# block 1

==> block_1/congestion.png <==
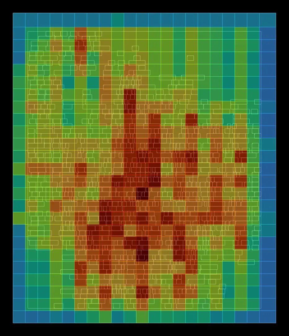
==> block_1/wires.png <==
Only two layers are drawn.
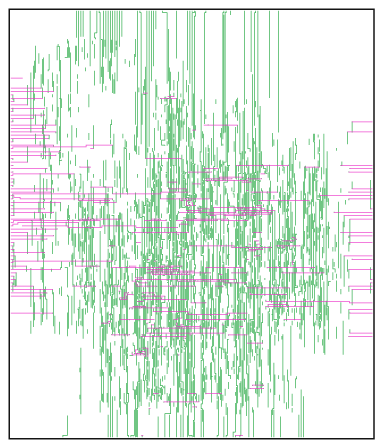
`src/rtl/mips_cpu_pkg.sv`:
```
`default_nettype none
// ============================================================================
//  Module      : mips_cpu_pkg
//  Description : Shared types and constants for the MIPS core front end.
//  Revision    : 1.0 - initial release
// ============================================================================
package mips_cpu_pkg;

  // Instruction-fetch controller states (explicit 2-bit encoding)
  typedef enum logic [1:0] {
    IDLE   = 2'd0,
    FETCH  = 2'd1,
    HOLD   = 2'd2,
    HALTED = 2'd3
  } ifetch_state_t;

  localparam logic [31:0] RESET_VECTOR_DEFAULT = 32'hBFC0_0000;
  localparam logic [31:0] HALT_ADDR_DEFAULT    = 32'h0000_0000;
  localparam int          INSTR_WIDTH          = 32;

  // A fetch target must be word aligned
  function automatic logic is_misaligned(input logic [31:0] addr);
    return (addr[1:0] != 2'b00);
  endfunction

endpackage : mips_cpu_pkg
`default_nettype wire

```
`src/rtl/mips_cpu_ifetch.sv`:
```
`default_nettype none
// ============================================================================
//  Module      : mips_cpu_ifetch
//  Description : Instruction-fetch initiator. Issues one word read at a time
//                on the instruction-memory interface, hands each word to
//                decode over valid/ready, applies branch redirects after the
//                delay slot and halts when control reaches HALT_ADDR.
//  Revision    : 1.0 - initial release
// ============================================================================
module mips_cpu_ifetch
  import mips_cpu_pkg::*;
#(
  parameter logic [31:0] RESET_VECTOR = RESET_VECTOR_DEFAULT,
  parameter logic [31:0] HALT_ADDR    = HALT_ADDR_DEFAULT
) (
  input  logic                   clk,
  input  logic                   rst_n,
  // instruction-memory read interface
  output logic [31:0]            mem_address,
  output logic                   mem_read,
  input  logic                   mem_waitrequest,
  input  logic [INSTR_WIDTH-1:0] mem_readdata,
  // redirect from decode
  input  logic                   redirect_valid,
  input  logic [31:0]            redirect_target,
  // instruction to decode
  output logic [INSTR_WIDTH-1:0] instr,
  output logic [31:0]            instr_pc,
  output logic                   instr_valid,
  input  logic                   instr_ready,
  // status
  output logic                   active,
  output logic                   fetch_error
);

  ifetch_state_t r_state;
  logic [31:0]   r_fetch_pc;    // address of the fetch in flight / last fetched
  logic [31:0]   r_next_pc;     // PC chosen at completion, used when decode accepts
  logic          r_pending;     // a redirect is waiting for the next completion
  logic [31:0]   r_pend_tgt;

  logic [31:0]   w_pc_plus4;
  logic [31:0]   w_fetch_next;
  logic [31:0]   w_hold_next;
  logic          w_complete;
  logic          w_accept;
  logic          w_latch_redirect;

  // Next-PC selection: a live redirect beats a pending one (latest wins),
  // and both beat sequential fetch. In HOLD a redirect replaces the PC that
  // the completion already chose, so the delay slot still goes out first.
  always_comb begin
    w_pc_plus4       = r_fetch_pc + 32'd4;
    w_fetch_next     = redirect_valid ? redirect_target
                     : (r_pending ? r_pend_tgt : w_pc_plus4);
    w_hold_next      = redirect_valid ? redirect_target : r_next_pc;
    w_complete       = (r_state == FETCH) && mem_read && !mem_waitrequest;
    w_accept         = instr_valid && instr_ready;
    w_latch_redirect = redirect_valid &&
                       ((r_state == IDLE) || ((r_state == FETCH) && !w_complete));
  end

  // Fetch state machine; every output is registered here
  always_ff @(posedge clk or negedge rst_n) begin
    if (!rst_n) begin
      r_state     <= IDLE;
      r_fetch_pc  <= RESET_VECTOR;
      r_next_pc   <= RESET_VECTOR;
      r_pending   <= 1'b0;
      r_pend_tgt  <= '0;
      mem_address <= RESET_VECTOR;
      mem_read    <= 1'b0;
      instr       <= '0;
      instr_pc    <= '0;
      instr_valid <= 1'b0;
      active      <= 1'b0;
      fetch_error <= 1'b0;
    end else begin
      // Redirects seen before the delay-slot fetch completes wait here
      if (w_latch_redirect) begin
        r_pending  <= 1'b1;
        r_pend_tgt <= redirect_target;
      end

      case (r_state)
        IDLE: begin
          r_state     <= FETCH;
          active      <= 1'b1;
          mem_read    <= 1'b1;
          mem_address <= r_fetch_pc;
        end

        FETCH: begin
          if (!mem_read) begin
            // issue cycle after an acceptance; address is already set up
            mem_read <= 1'b1;
          end else if (!mem_waitrequest) begin
            instr       <= mem_readdata;
            instr_pc    <= r_fetch_pc;
            instr_valid <= 1'b1;
            mem_read    <= 1'b0;
            r_next_pc   <= w_fetch_next;
            r_pending   <= 1'b0;
            r_state     <= HOLD;
          end
        end

        HOLD: begin
          if (redirect_valid) begin
            r_next_pc <= redirect_target;
          end
          if (w_accept) begin
            instr_valid <= 1'b0;
            if (w_hold_next == HALT_ADDR) begin
              r_state <= HALTED;
              active  <= 1'b0;
            end else if (is_misaligned(w_hold_next)) begin
              fetch_error <= 1'b1;
              r_state     <= HALTED;
              active      <= 1'b0;
            end else begin
              r_fetch_pc  <= w_hold_next;
              mem_address <= w_hold_next;
              r_state     <= FETCH;
            end
          end
        end

        HALTED: begin
          active      <= 1'b0;
          mem_read    <= 1'b0;
          instr_valid <= 1'b0;
        end

        default: begin
          r_state <= IDLE;
        end
      endcase
    end
  end

endmodule : mips_cpu_ifetch
`default_nettype wire
```
`config.mk`:
```
export PLATFORM = sky130hd
export DESIGN_NAME = mips_cpu_ifetch
export DESIGN_NICKNAME = d
export VERILOG_FILES = /design/src/rtl/mips_cpu_pkg.sv /design/src/rtl/mips_cpu_ifetch.sv
export SDC_FILE = /design/constraint.sdc
export NUM_CORES = 1
export LEC_CHECK = 0
export CORE_ASPECT_RATIO = 1.2
export CORE_MARGIN = 8
export CORE_UTILIZATION = 45
export CTS_BUF_LIST = sky130_fd_sc_hd__clkbuf_8
export DETAILED_ROUTE_END_ITERATION = 8
export PLACE_DENSITY = 0.82
export SLEW_MARGIN = 30
export SYNTH_ARGS = -nofsm -noshare
export SYNTH_HDL_FRONTEND = slang
export SYNTH_SLANG_ARGS = --single-unit
```
`constraint.sdc`:
```
create_clock -name clk -period 3.2 [get_ports clk]
set_input_delay 0.48 -clock clk [delete_from_list [all_inputs] [get_ports clk]]
set_output_delay 0.48 -clock clk [all_outputs]
set_load 0.01 [all_outputs]
```
==> notes.md <==
Results of the full flow below.

Final timing:
- On the final layout, the worst hold slack is -27.8 ps.
- The run puts the transition time at the pin with the least slew margin at 795 ps.
- The run gives the count of endpoints failing hold in the final timing report as 8.
- Setup repair after global routing left no endpoint under its margin.

Status:
- The run finished, with violations left.
- The final reports fail on hold timing.

Drt:
- The run puts the via density per instance at 6.01.

CTS:
- The run puts the post-CTS setup buffer count at 0.
- The run gives the clock-pin transition on the worst setup and hold timing paths as 110 ps.
- The run puts the TritonCTS sink count at 199.

Yosys:
- The run puts the basic-gate share of the synthesized area counting and, or, nand and nor cells at 9.87%.
- The run puts the post-synth net total at 900.
- The run gives the most common cell in the netlist as sky130_fd_sc_hd__dfrtp_1.
- After Yosys synthesis, full adders, half adders and majority gates account for 0.807% of the synthesized area.

Finish:
- The run gives the final net count as 1,061.
- The top cell type in the final layout, fill and taps aside, is sky130_fd_sc_hd__dfrtp_1.
- The run puts the share of final-layout standard cells stronger than drive strength 1 at 19.8%.
- Excluding fillers, the count of instances in the completed layout stands at 1,264.

Critical path:
- The run puts the count of cells along the worst register-to-register path at 8.

Power:
- The run gives the proportion of power drawn by combinational gates as 44.2%.
- The run gives the internal power as 7.35 mW.
- The run puts the highest ir drop seen on vdd at 0.512 mV.

Placed design:
- The run gives the placement-stage worst setup slack as 168 ps.

GRT:
- The run gives the global routing usage summed across all routing layers as 21.3%.
## Picture notes: block_1/congestion.png
fraction of met3 tracks used by global routing: 6.71%
most used routing layer: met2
met2 Use GR: 35.2%
fraction of met1 tracks used by global routing: 24.8%

## Picture notes: block_1/wires.png
- magenta: metal 3 (wire length 2,420 um)
- green: metal 2 (wire length 13,400 um)
DRT Wirelength: 26,800 um
WL per Instance: 21.2 um
total number of vias: 7,601

## state kept, by name, indices dropped and copies added (netlist names)
| name | cells |
|---|---|
| active | 1 |
| fetch_error | 1 |
| instr | 32 |
| instr_pc | 32 |
| instr_valid | 1 |
| mem_address | 32 |
| mem_read | 1 |
| r_fetch_pc | 32 |
| r_next_pc | 32 |
| r_pend_tgt | 32 |
| r_pending | 1 |
| r_state | 2 |
## area by class of cell
type                    count  area, sq um
clock buffers              17          234
clock inverters            15          195
fillers                  1681         8450
inverters                   9         33.8
multi-input cells         560         4020
flip-flops and latches    199         5010
well taps                 265          332
repair buffers            199         1980
## worst max-delay path, cell delays in order (launching register included)
cell	delay (ps)
sky130_fd_sc_hd__dfrtp_1	420
sky130_fd_sc_hd__inv_1	100
sky130_fd_sc_hd__ha_1	290
sky130_fd_sc_hd__inv_1	100
sky130_fd_sc_hd__buf_4	440
sky130_fd_sc_hd__o21ai_0	290
sky130_fd_sc_hd__buf_4	280
sky130_fd_sc_hd__a222oi_1	430
sky130_fd_sc_hd__o21ai_0	180

# block 2

==> block_2/flops_by_reg.png <==
Bar = 20 um. Other sequential cells in the stronger grey, the rest of the logic in the fainter grey.
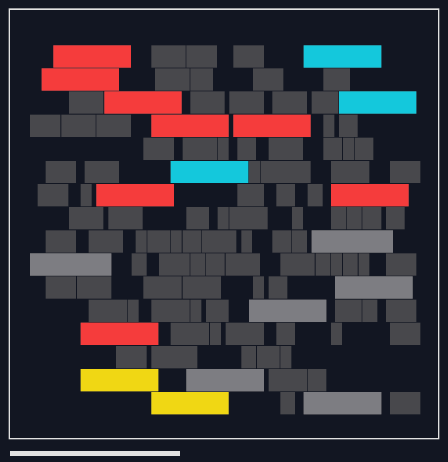
==> block_2/layer_met1.png <==
Bar = 20 um. Supply wires on this layer in grey.
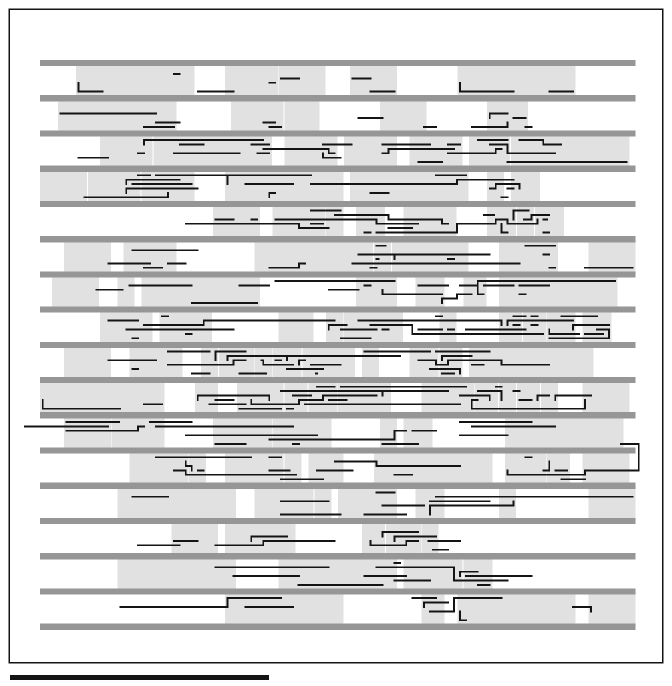
===== src/rtl/piso_tx8_if.sv =====
// Load handshake and serial output bundle between the byte register and the serializer.
interface piso_tx8_if #(parameter int DATA_W = 8);
  logic [DATA_W-1:0] d;
  logic              load;
  logic              ready;
  logic              busy;
  logic              txd;
  logic              done;

  modport master (output d, load, input ready, busy, txd, done);
  modport slave  (input d, load, output ready, busy, txd, done);
endinterface


===== src/rtl/piso_tx8.sv =====
// Parallel-in serial-out transmitter: start bit, 8 data bits LSB first, stop bit,
// each bit held CLKS_PER_BIT clocks. All outputs are registered.
module piso_tx8 #(
  parameter int DATA_W       = 8,
  parameter int CLKS_PER_BIT = 4
) (
  input  logic       clk,
  input  logic       rst,
  piso_tx8_if.slave  bus
);
  localparam int BW = (CLKS_PER_BIT > 1) ? $clog2(CLKS_PER_BIT) : 1;
  localparam logic [BW-1:0] BLAST = BW'(CLKS_PER_BIT - 1);
  localparam logic [BW-1:0] BPRE  = BW'(CLKS_PER_BIT - 2);

  typedef enum logic [1:0] {IDLE, START, DATA, STOP} state_t;

  state_t            state;
  logic [DATA_W-1:0] sr;
  logic [2:0]        bitcnt;
  logic [BW-1:0]     bcnt;
  logic              wrap;

  // Compare-based wrap so non-power-of-2 bit periods work.
  assign wrap = (bcnt == BLAST);

  always_ff @(posedge clk or posedge rst) begin
    if (rst) begin
      state     <= IDLE;
      sr        <= '0;
      bitcnt    <= '0;
      bcnt      <= '0;
      bus.txd   <= 1'b1;
      bus.ready <= 1'b1;
      bus.busy  <= 1'b0;
      bus.done  <= 1'b0;
    end else begin
      bus.done <= 1'b0;
      case (state)
        IDLE: begin
          // ready is high exactly in IDLE, so load alone completes the handshake
          if (bus.load) begin
            sr        <= bus.d;
            bcnt      <= '0;
            bitcnt    <= '0;
            state     <= START;
            bus.txd   <= 1'b0;
            bus.ready <= 1'b0;
            bus.busy  <= 1'b1;
          end
        end
        START: begin
          if (wrap) begin
            bcnt    <= '0;
            state   <= DATA;
            bus.txd <= sr[0];
          end else begin
            bcnt <= bcnt + 1'b1;
          end
        end
        DATA: begin
          if (wrap) begin
            bcnt   <= '0;
            sr     <= sr >> 1;
            bitcnt <= bitcnt + 1'b1;
            if (bitcnt == 3'd7) begin
              state   <= STOP;
              bus.txd <= 1'b1;
            end else begin
              bus.txd <= sr[1];
            end
          end else begin
            bcnt <= bcnt + 1'b1;
          end
        end
        STOP: begin
          if (wrap) begin
            bcnt      <= '0;
            state     <= IDLE;
            bus.ready <= 1'b1;
            bus.busy  <= 1'b0;
          end else begin
            bcnt <= bcnt + 1'b1;
            // registered so the pulse lands on the final stop-bit cycle
            if (bcnt == BPRE) bus.done <= 1'b1;
          end
        end
        default: state <= IDLE;
      endcase
    end
  end
endmodule

===== src/flat_wrapper.sv =====
// flat-port wrapper written by rule: the top's interface ports become plain ports
module piso_tx8_flat 
#(
  parameter int DATA_W       = 8,
  parameter int CLKS_PER_BIT = 4
)
  (clk, rst, bus_d, bus_load, bus_ready, bus_busy, bus_txd, bus_done);
  piso_tx8_if #(.DATA_W(DATA_W)) bus_i ();
  input  logic clk;
  input  logic rst;
  input wire logic [$bits(bus_i.d)-1:0] bus_d;
  input wire logic [$bits(bus_i.load)-1:0] bus_load;
  output wire logic [$bits(bus_i.ready)-1:0] bus_ready;
  output wire logic [$bits(bus_i.busy)-1:0] bus_busy;
  output wire logic [$bits(bus_i.txd)-1:0] bus_txd;
  output wire logic [$bits(bus_i.done)-1:0] bus_done;
  assign bus_i.d = bus_d;
  assign bus_i.load = bus_load;
  assign bus_ready = bus_i.ready;
  assign bus_busy = bus_i.busy;
  assign bus_txd = bus_i.txd;
  assign bus_done = bus_i.done;
  piso_tx8 #(.DATA_W(DATA_W), .CLKS_PER_BIT(CLKS_PER_BIT)) u_core (.clk(clk), .rst(rst), .bus(bus_i));
endmodule

===== config.mk =====
export PLATFORM = sky130hd
export DESIGN_NAME = piso_tx8_flat
export DESIGN_NICKNAME = d
export VERILOG_FILES = /design/src/rtl/piso_tx8_if.sv /design/src/rtl/piso_tx8.sv /design/src/flat_wrapper.sv
export SDC_FILE = /design/constraint.sdc
export NUM_CORES = 1
export LEC_CHECK = 0
export CAP_MARGIN = 20
export CORE_MARGIN = 2
export CORE_UTILIZATION = 51
export CTS_CLUSTER_SIZE = 8
export DETAILED_ROUTE_END_ITERATION = 16
export GPL_TIMING_DRIVEN = 0
export HOLD_SLACK_MARGIN = 0.02
export PLACE_DENSITY_LB_ADDON = 0.12
export SETUP_SLACK_MARGIN = 0.5
export SLEW_MARGIN = 15
export SYNTH_ARGS = -nofsm -noshare
export SYNTH_HDL_FRONTEND = slang
export SYNTH_SLANG_ARGS = --single-unit

===== constraint.sdc =====
create_clock -name clk -period 4.2 [get_ports clk]
set_clock_uncertainty 0.1 [all_clocks]
set_input_delay 0.42 -clock clk [delete_from_list [all_inputs] [get_ports clk]]
set_output_delay 0.42 -clock clk [all_outputs]
set_load 0.02 [all_outputs]

==> notes.md <==
Results of the full flow below.

Status:
- The run finished with clean final reports.

Min path:
- STA shows the worst min-delay path finishing at u_core.sr[5].

Final timing:
- Setup repair after global routing left no endpoint under its margin.
- The run gives the worst relative slew slack as 51.1%.

Die:
- The run gives the chip footprint as 2530 sq um.

Critical path:
- The run gives the combined buffer and inverter count along the critical path as 2.
- The run gives the cell depth of the worst setup path as 6.
- The run puts the count of cells along the worst register-to-register path at 6.
- The worst setup path is of the reg -> reg kind.

Yosys:
- The run gives the post-synthesis sequential area ratio as 43.7%.
- In the post-synthesis netlist, the cell with the most instances is sky130_fd_sc_hd__dfrtp_1.

GRT:
- The run gives the pin count of the biggest net entering global routing as 20.

Finish:
- The run gives the final-layout fill cell count as 169.
- The largest registers in the layout are u_core.sr x8, u_core.bitcnt x3.
- Of all the cell area in the finished design, the clock network holds 2.03%.

CTS:
- The run puts the post-cts resize count at 0.
- The run puts the post-CTS setup buffer count at 0.
- No sink is reached through more buffers than the 2 on the longest clock path.
Notes on block_2/flops_by_reg.png above:
- red: u_core.sr (placed flops 8)
- yellow: u_core.state (placed flops 2)
- cyan: u_core.bitcnt (placed flops 3)
- not coloured: 6
total area of sequential cells: 478 sq um
flop share of the area: 36.9%
Seq power: 0.311 mW
final design utilization: 64.7%

Notes on block_2/layer_met1.png above:
- main direction: horizontal
- longest straight run: 15.2 um
- share of all routed wire: 46%
- nets with wire on the layer: 113
fraction of met1 tracks used by global routing: 21.2%
total number of vias: 759

==> routing by layer <==
metal  GRT usage [%]  share of wire, %  vias to the layer above
li1                -                 -                      372
met2            33.3                49                       14
met3            2.68               3.2                        4
met4            8.11               1.4                        0
met5               0                 0                        -
met1            21.2                46                      369
==> cells by family after synthesis <==
| kind of cell | share of synthesized area, % |
|---|---|
| AOI/OAI and AO/OA | 10.6 |
| buffers and inverters | 5.14 |
| adders and majority gates | 10.3 |
| DFF | 43.7 |
| and+or+nand+nor | 12.6 |
| muxes | 17.7 |
==> power breakdown <==
group | switching, mW | total, mW | internal (mW)
Clock | 0.0553 | 0.0922 | 0.0370
Combinational | 0.238 | 0.505 | 0.267
Sequential | 0.0475 | 0.311 | 0.263
Total | 0.340 | 0.908 | 0.568
==> stage by stage <==
| stage | instance area [sq um] | worst slack [ps] | hold slack [ps] | total power, mW |
|---|---|---|---|---|
| CTS | 1290 | 2070 | 419 | 0.919 |
| global route | 1290 | 1920 | 431 | 0.993 |
| floorplan | 1090 | 2210 | 270 | 0.710 |
| global placement | 1270 | 1890 | 383 | 0.805 |
| finish | 1290 | 2060 | 417 | 0.908 |
| detailed placement | 1270 | 1890 | 393 | 0.825 |

# block 3

==> block_3/congestion.png <==
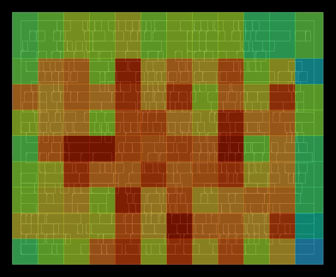
==> block_3/wires.png <==
Only two layers are drawn.
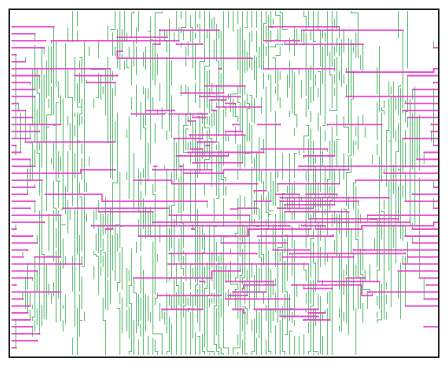
==> block_3/layer_met1.png <==
Bar = 20 um. Supply wires on this layer in grey.
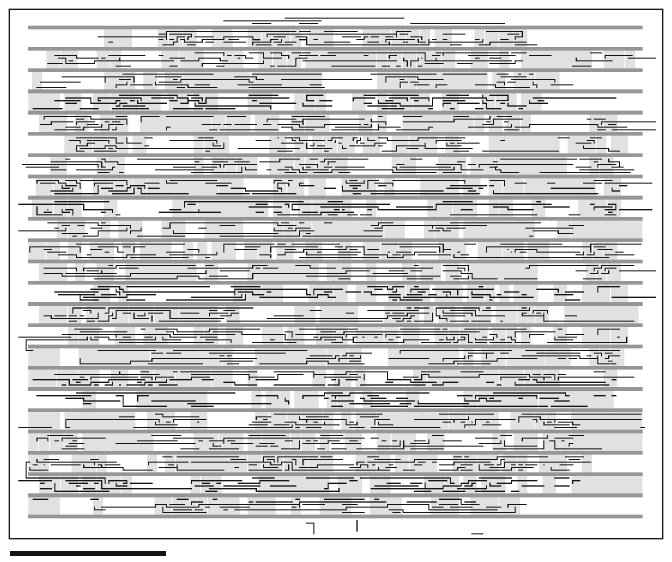
[config.mk]
export PLATFORM = sky130hd
export DESIGN_NAME = f_pc_seq_flat
export DESIGN_NICKNAME = d
export VERILOG_FILES = /design/src/rtl/f_pc_seq_if.sv /design/src/rtl/f_pc_seq.sv /design/src/flat_wrapper.sv
export SDC_FILE = /design/constraint.sdc
export NUM_CORES = 1
export LEC_CHECK = 0
export CORE_ASPECT_RATIO = 0.8
export CORE_MARGIN = 2
export CORE_UTILIZATION = 65
export CTS_CLUSTER_DIAMETER = 40
export CTS_CLUSTER_SIZE = 16
export DETAILED_ROUTE_END_ITERATION = 12
export DONT_BUFFER_PORTS = 1
export PLACE_DENSITY = 0.81
export SKIP_LAST_GASP = 1
export SLEW_MARGIN = 40
export SYNTH_ARGS = -nofsm -noshare
export SYNTH_HDL_FRONTEND = slang
export SYNTH_SLANG_ARGS = --single-unit
export TNS_END_PERCENT = 20
[constraint.sdc]
create_clock -name clk -period 2.72 [get_ports clk]
set_clock_uncertainty 0.1 [all_clocks]
set_input_delay 0.408 -clock clk [delete_from_list [all_inputs] [get_ports clk]]
set_output_delay 0.408 -clock clk [all_outputs]
set_load 0.01 [all_outputs]
[src/rtl/f_pc_seq_if.sv]
// Fetch-PC sequencer bundle: redirect/stall controls from D stage and CP0 in, fetch address and status out.
// The sequencer owns the slave side; whoever drives the controls holds the master side.
interface f_pc_seq_if;
    logic        stall;
    logic [1:0]  npc_sel;
    logic        br_taken;
    logic [31:0] br_target;
    logic [31:0] j_target;
    logic [31:0] jr_target;
    logic        exc_req;
    logic        eret;
    logic [31:0] epc;
    logic [31:0] pc_f;
    logic        bd_f;
    logic        adel_f;
    logic        f_valid;

    modport master (
        output stall, npc_sel, br_taken, br_target, j_target, jr_target,
        output exc_req, eret, epc,
        input  pc_f, bd_f, adel_f, f_valid
    );

    modport slave (
        input  stall, npc_sel, br_taken, br_target, j_target, jr_target,
        input  exc_req, eret, epc,
        output pc_f, bd_f, adel_f, f_valid
    );
endinterface

[src/rtl/f_pc_seq.sv]
// F-stage PC register: next PC picked by exc_req > eret > stall > npc_sel and loaded on the same edge.
// stall freezes pc_f, bd_f and state; exception entry and eret override stall.
module f_pc_seq (
    input  logic     clk,
    input  logic     reset,
    f_pc_seq_if.slave bus
);
    localparam logic [31:0] RESET_PC = 32'h0000_3000;
    localparam logic [31:0] EXC_VEC  = 32'h0000_4180;
    localparam logic [31:0] TEXT_LO  = 32'h0000_3000;
    localparam logic [31:0] TEXT_HI  = 32'h0000_6FFC;

    typedef enum logic {RUN, REDIR} state_t;

    state_t      state;
    state_t      state_nxt;
    logic [31:0] pc_q;
    logic [31:0] pc_nxt;
    logic [31:0] pc_seq;
    logic        bd_q;
    logic        bd_nxt;
    logic        started;

    assign pc_seq = pc_q + 32'd4;

    always_ff @(posedge clk or posedge reset) begin
        if (reset) begin
            state   <= RUN;
            pc_q    <= RESET_PC;
            bd_q    <= 1'b0;
            started <= 1'b0;
        end else begin
            state   <= state_nxt;
            pc_q    <= pc_nxt;
            bd_q    <= bd_nxt;
            started <= 1'b1;
        end
    end

    always_comb begin
        state_nxt = state;
        pc_nxt    = pc_q;
        bd_nxt    = bd_q;
        if (bus.exc_req) begin
            state_nxt = REDIR;
            pc_nxt    = EXC_VEC;
            bd_nxt    = 1'b0;
        end else if (bus.eret) begin
            state_nxt = REDIR;
            pc_nxt    = bus.epc;
            bd_nxt    = 1'b0;
        end else if (!bus.stall) begin
            state_nxt = RUN;
            bd_nxt    = (bus.npc_sel != 2'b00);
            case (bus.npc_sel)
                2'b00:   pc_nxt = pc_seq;
                2'b01:   pc_nxt = bus.br_taken ? bus.br_target : pc_seq;
                2'b10:   pc_nxt = bus.j_target;
                default: pc_nxt = bus.jr_target;
            endcase
        end
    end

    assign bus.pc_f    = pc_q;
    assign bus.bd_f    = bd_q;
    // Redirected fetches stay valid; only the cycle right after reset release is not.
    assign bus.f_valid = started;
    assign bus.adel_f  = (pc_q[1:0] != 2'b00) || (pc_q < TEXT_LO) || (pc_q > TEXT_HI);
endmodule

[src/flat_wrapper.sv]
// flat-port wrapper written by rule: the top's interface ports become plain ports
module f_pc_seq_flat 
  (clk, reset, bus_stall, bus_npc_sel, bus_br_taken, bus_br_target, bus_j_target, bus_jr_target, bus_exc_req, bus_eret, bus_epc, bus_pc_f, bus_bd_f, bus_adel_f, bus_f_valid);
  f_pc_seq_if bus_i ();
  input  logic clk;
  input  logic reset;
  input wire logic [$bits(bus_i.stall)-1:0] bus_stall;
  input wire logic [$bits(bus_i.npc_sel)-1:0] bus_npc_sel;
  input wire logic [$bits(bus_i.br_taken)-1:0] bus_br_taken;
  input wire logic [$bits(bus_i.br_target)-1:0] bus_br_target;
  input wire logic [$bits(bus_i.j_target)-1:0] bus_j_target;
  input wire logic [$bits(bus_i.jr_target)-1:0] bus_jr_target;
  input wire logic [$bits(bus_i.exc_req)-1:0] bus_exc_req;
  input wire logic [$bits(bus_i.eret)-1:0] bus_eret;
  input wire logic [$bits(bus_i.epc)-1:0] bus_epc;
  output wire logic [$bits(bus_i.pc_f)-1:0] bus_pc_f;
  output wire logic [$bits(bus_i.bd_f)-1:0] bus_bd_f;
  output wire logic [$bits(bus_i.adel_f)-1:0] bus_adel_f;
  output wire logic [$bits(bus_i.f_valid)-1:0] bus_f_valid;
  assign bus_i.stall = bus_stall;
  assign bus_i.npc_sel = bus_npc_sel;
  assign bus_i.br_taken = bus_br_taken;
  assign bus_i.br_target = bus_br_target;
  assign bus_i.j_target = bus_j_target;
  assign bus_i.jr_target = bus_jr_target;
  assign bus_i.exc_req = bus_exc_req;
  assign bus_i.eret = bus_eret;
  assign bus_i.epc = bus_epc;
  assign bus_pc_f = bus_i.pc_f;
  assign bus_bd_f = bus_i.bd_f;
  assign bus_adel_f = bus_i.adel_f;
  assign bus_f_valid = bus_i.f_valid;
  f_pc_seq u_core (.clk(clk), .reset(reset), .bus(bus_i));
endmodule
==> notes.md <==
Results of the full flow below.

GRT:
- Entering global routing, the biggest net connects 58 pins.
- The run puts the met1 usage at 52.1%.

Yosys:
- Sorting the synthesized cells by area gives the leading types as sky130_fd_sc_hd__dfrtp_1, sky130_fd_sc_hd__a21oi_1, sky130_fd_sc_hd__o21ai_0.
- The run puts the average cell area after synthesis at 7.45 sq um.
- Yosys reported that registers with async set or reset make up 100%.
- Per the synth stats, the flop cell with the highest instance count is sky130_fd_sc_hd__dfrtp_1.
- The run puts the unique cell type count in the Yosys netlist at 55.
- The run gives the yosys synthesis warning count as 0.

Final timing:
- Per the timing report, the achievable frequency comes out to 0.417 GHz.
- Measured against its own limit, the worst slew margin works out to 59.5%.
- The run puts the final-layout worst hold slack at 3.44 ps.
- Setup repair after global routing left no endpoint under its margin.
- The run gives the final critical path time including I/O delays and setup as 2400 ps.

Critical path:
- STA classifies the critical path startpoint as a register.
- STA lists the endpoint of the worst register-to-register path as u_core.bus.pc_f[27].
- The run puts the register-to-register setup slack at 320 ps.
- The run puts the cell depth of the worst setup path at 5.
- The run gives the data arrival time of the critical path as 2470 ps.
- The timing report gives the biggest stage delay along the critical path as 700 ps.
- The worst register-to-register path begins at u_core.bus.pc_f[12].
- The worst setup path is of the reg -> reg kind.
- The report shows a maximum critical-path fanout of 7.
- The largest individual stage delay along the critical path comes from the cell sky130_fd_sc_hd__or4_1.

Status:
- The flow ran to the end, and the final reports show no timing, DRC or antenna violations.

CTS:
- On the worst setup and hold paths after CTS, the clock-pin slew comes to 70 ps.
- TritonCTS built the clock tree.
- The run gives the H-tree depth reported by CTS as 2.
- The run puts the buffer depth of the longest clock path at 2.
- The skew report gives the latency at the later pin of the worst-skew pair as 290 ps.

Drt:
- The DRC violation total left in the routed layout is recorded as 0.
- The run gives the number of nets with antenna violations after detailed routing as 0.
- The script logs the ratio of routed vias to standard cells as 7.45.
- Per the detail_route log, met3 wirelength is 1510 um.

Run:
- The tool warning count for the run is 26.
- The run gives the number of max-cap violations as 0.

Finish:
- The library cells used most frequently in the layout, excluding fill and tap cells, are sky130_fd_sc_hd__nand2_1, sky130_fd_sc_hd__a21oi_1, sky130_fd_sc_hd__o21ai_0, sky130_fd_sc_hd__dfrtp_1, sky130_fd_sc_hd__nor2_1.
- The run gives the flip-flop count of the largest register, all copies and words added as 32.

Die:
- The run puts the standard cell core area at 4920 sq um.
- In this run the core area contains 23 standard-cell rows.
- The run gives the chip height as 67.5 um.
- The run gives the chip footprint as 5630 sq um.

Placed design:
- The run puts the half-perimeter wire length after detailed placement at 7740 um.

Power:
- The run puts the portion of total power attributed to the clock network at 28.6%.
- The run puts the sequential share of power at 50.0%.
- VDD sags by at most 0.238 mV.
## Picture notes: block_3/congestion.png
met2 Use GR: 57.1%
WL per Instance: 22.6 um
most used routing layer: met2
Overall Global Routing Usage: 36.9%

## Picture notes: block_3/wires.png
- magenta: metal 3 (wire length 1,510 um)
- green: metal 2 (wire length 4,880 um)
total number of vias: 3,589
DRT Wirelength: 10,900 um

## Picture notes: block_3/layer_met1.png
- longest straight run: 20.2 um
- wire length on this layer: 4,380 um
- nets with wire on the layer: 488
- share of all routed wire: 40%
- main direction: horizontal

==> kinds of logic after synthesis <==
logic type                 count (synthesis)  share of synthesized area, %
DFF                                       34                          26.0
adders and majority gates                  1                         0.381
buffers and inverters                     46                          5.46
muxes                                     19                          6.10
and+or+nand+nor                          165                          25.6
xor gates and xnor gates                  22                          5.88
AOI/OAI and AO/OA                        152                          30.4
other                                      1                         0.114
==> cells in the mapped netlist, drive strengths merged, types with 11 or more instances <==
master and n:
xnor2 11, nand4 11, nand3 20, dfrtp 32, xor2 11, nor4 12
nor2 28, nor3 13, a21oi 41, nand2 44, o21ai 37, mux2i 11
clkbuf 27
==> power groups by stage <==
stage | registers, mW | clock network [mW] | logic, mW
after floorplan | 0.621 | 0 | 0.257
after CTS | 0.639 | 0.359 | 0.270
after global placement | 0.646 | 0 | 0.262
after global routing | 0.647 | 0.375 | 0.305
after detailed placement | 0.649 | 0 | 0.268
final | 0.642 | 0.366 | 0.274
==> cell type report <==
class | count | area (sq um)
tap | 62 | 77.6
clock buffer | 7 | 76.3
inverter | 9 | 33.8
sequential | 34 | 853
timing repair buffer | 10 | 75.1
fill | 446 | 1560
multi-input combinational | 360 | 2250


==> notes/layouts.md <==
Pictures saved along the way, in no particular order.

Port wiring.
image #1
Bar = 20 um.
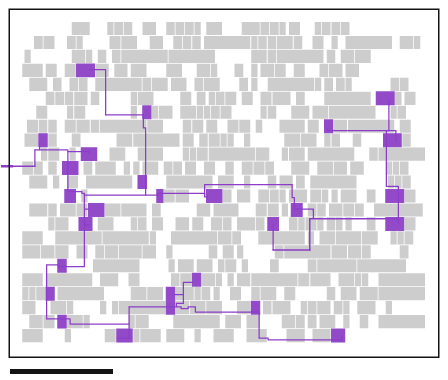
image #2
Bar = 20 um.
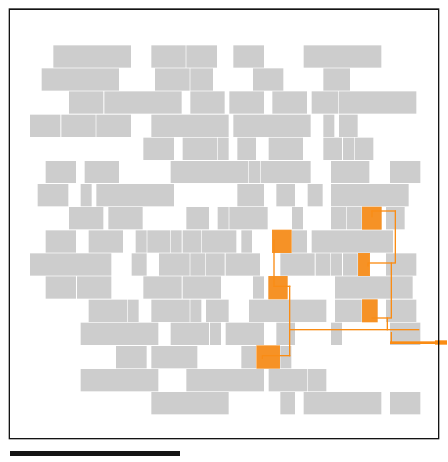
image #3
Bar = 50 um.
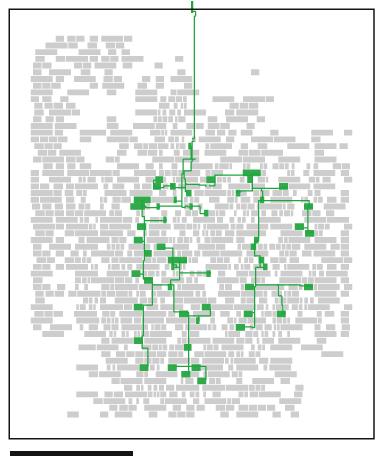
| from | picture |
|---|---|
| block 2 | image #2 |
| block 1 | image #3 |
| block 3 | image #1 |

Power is estimated from default activity; no workload was simulated.
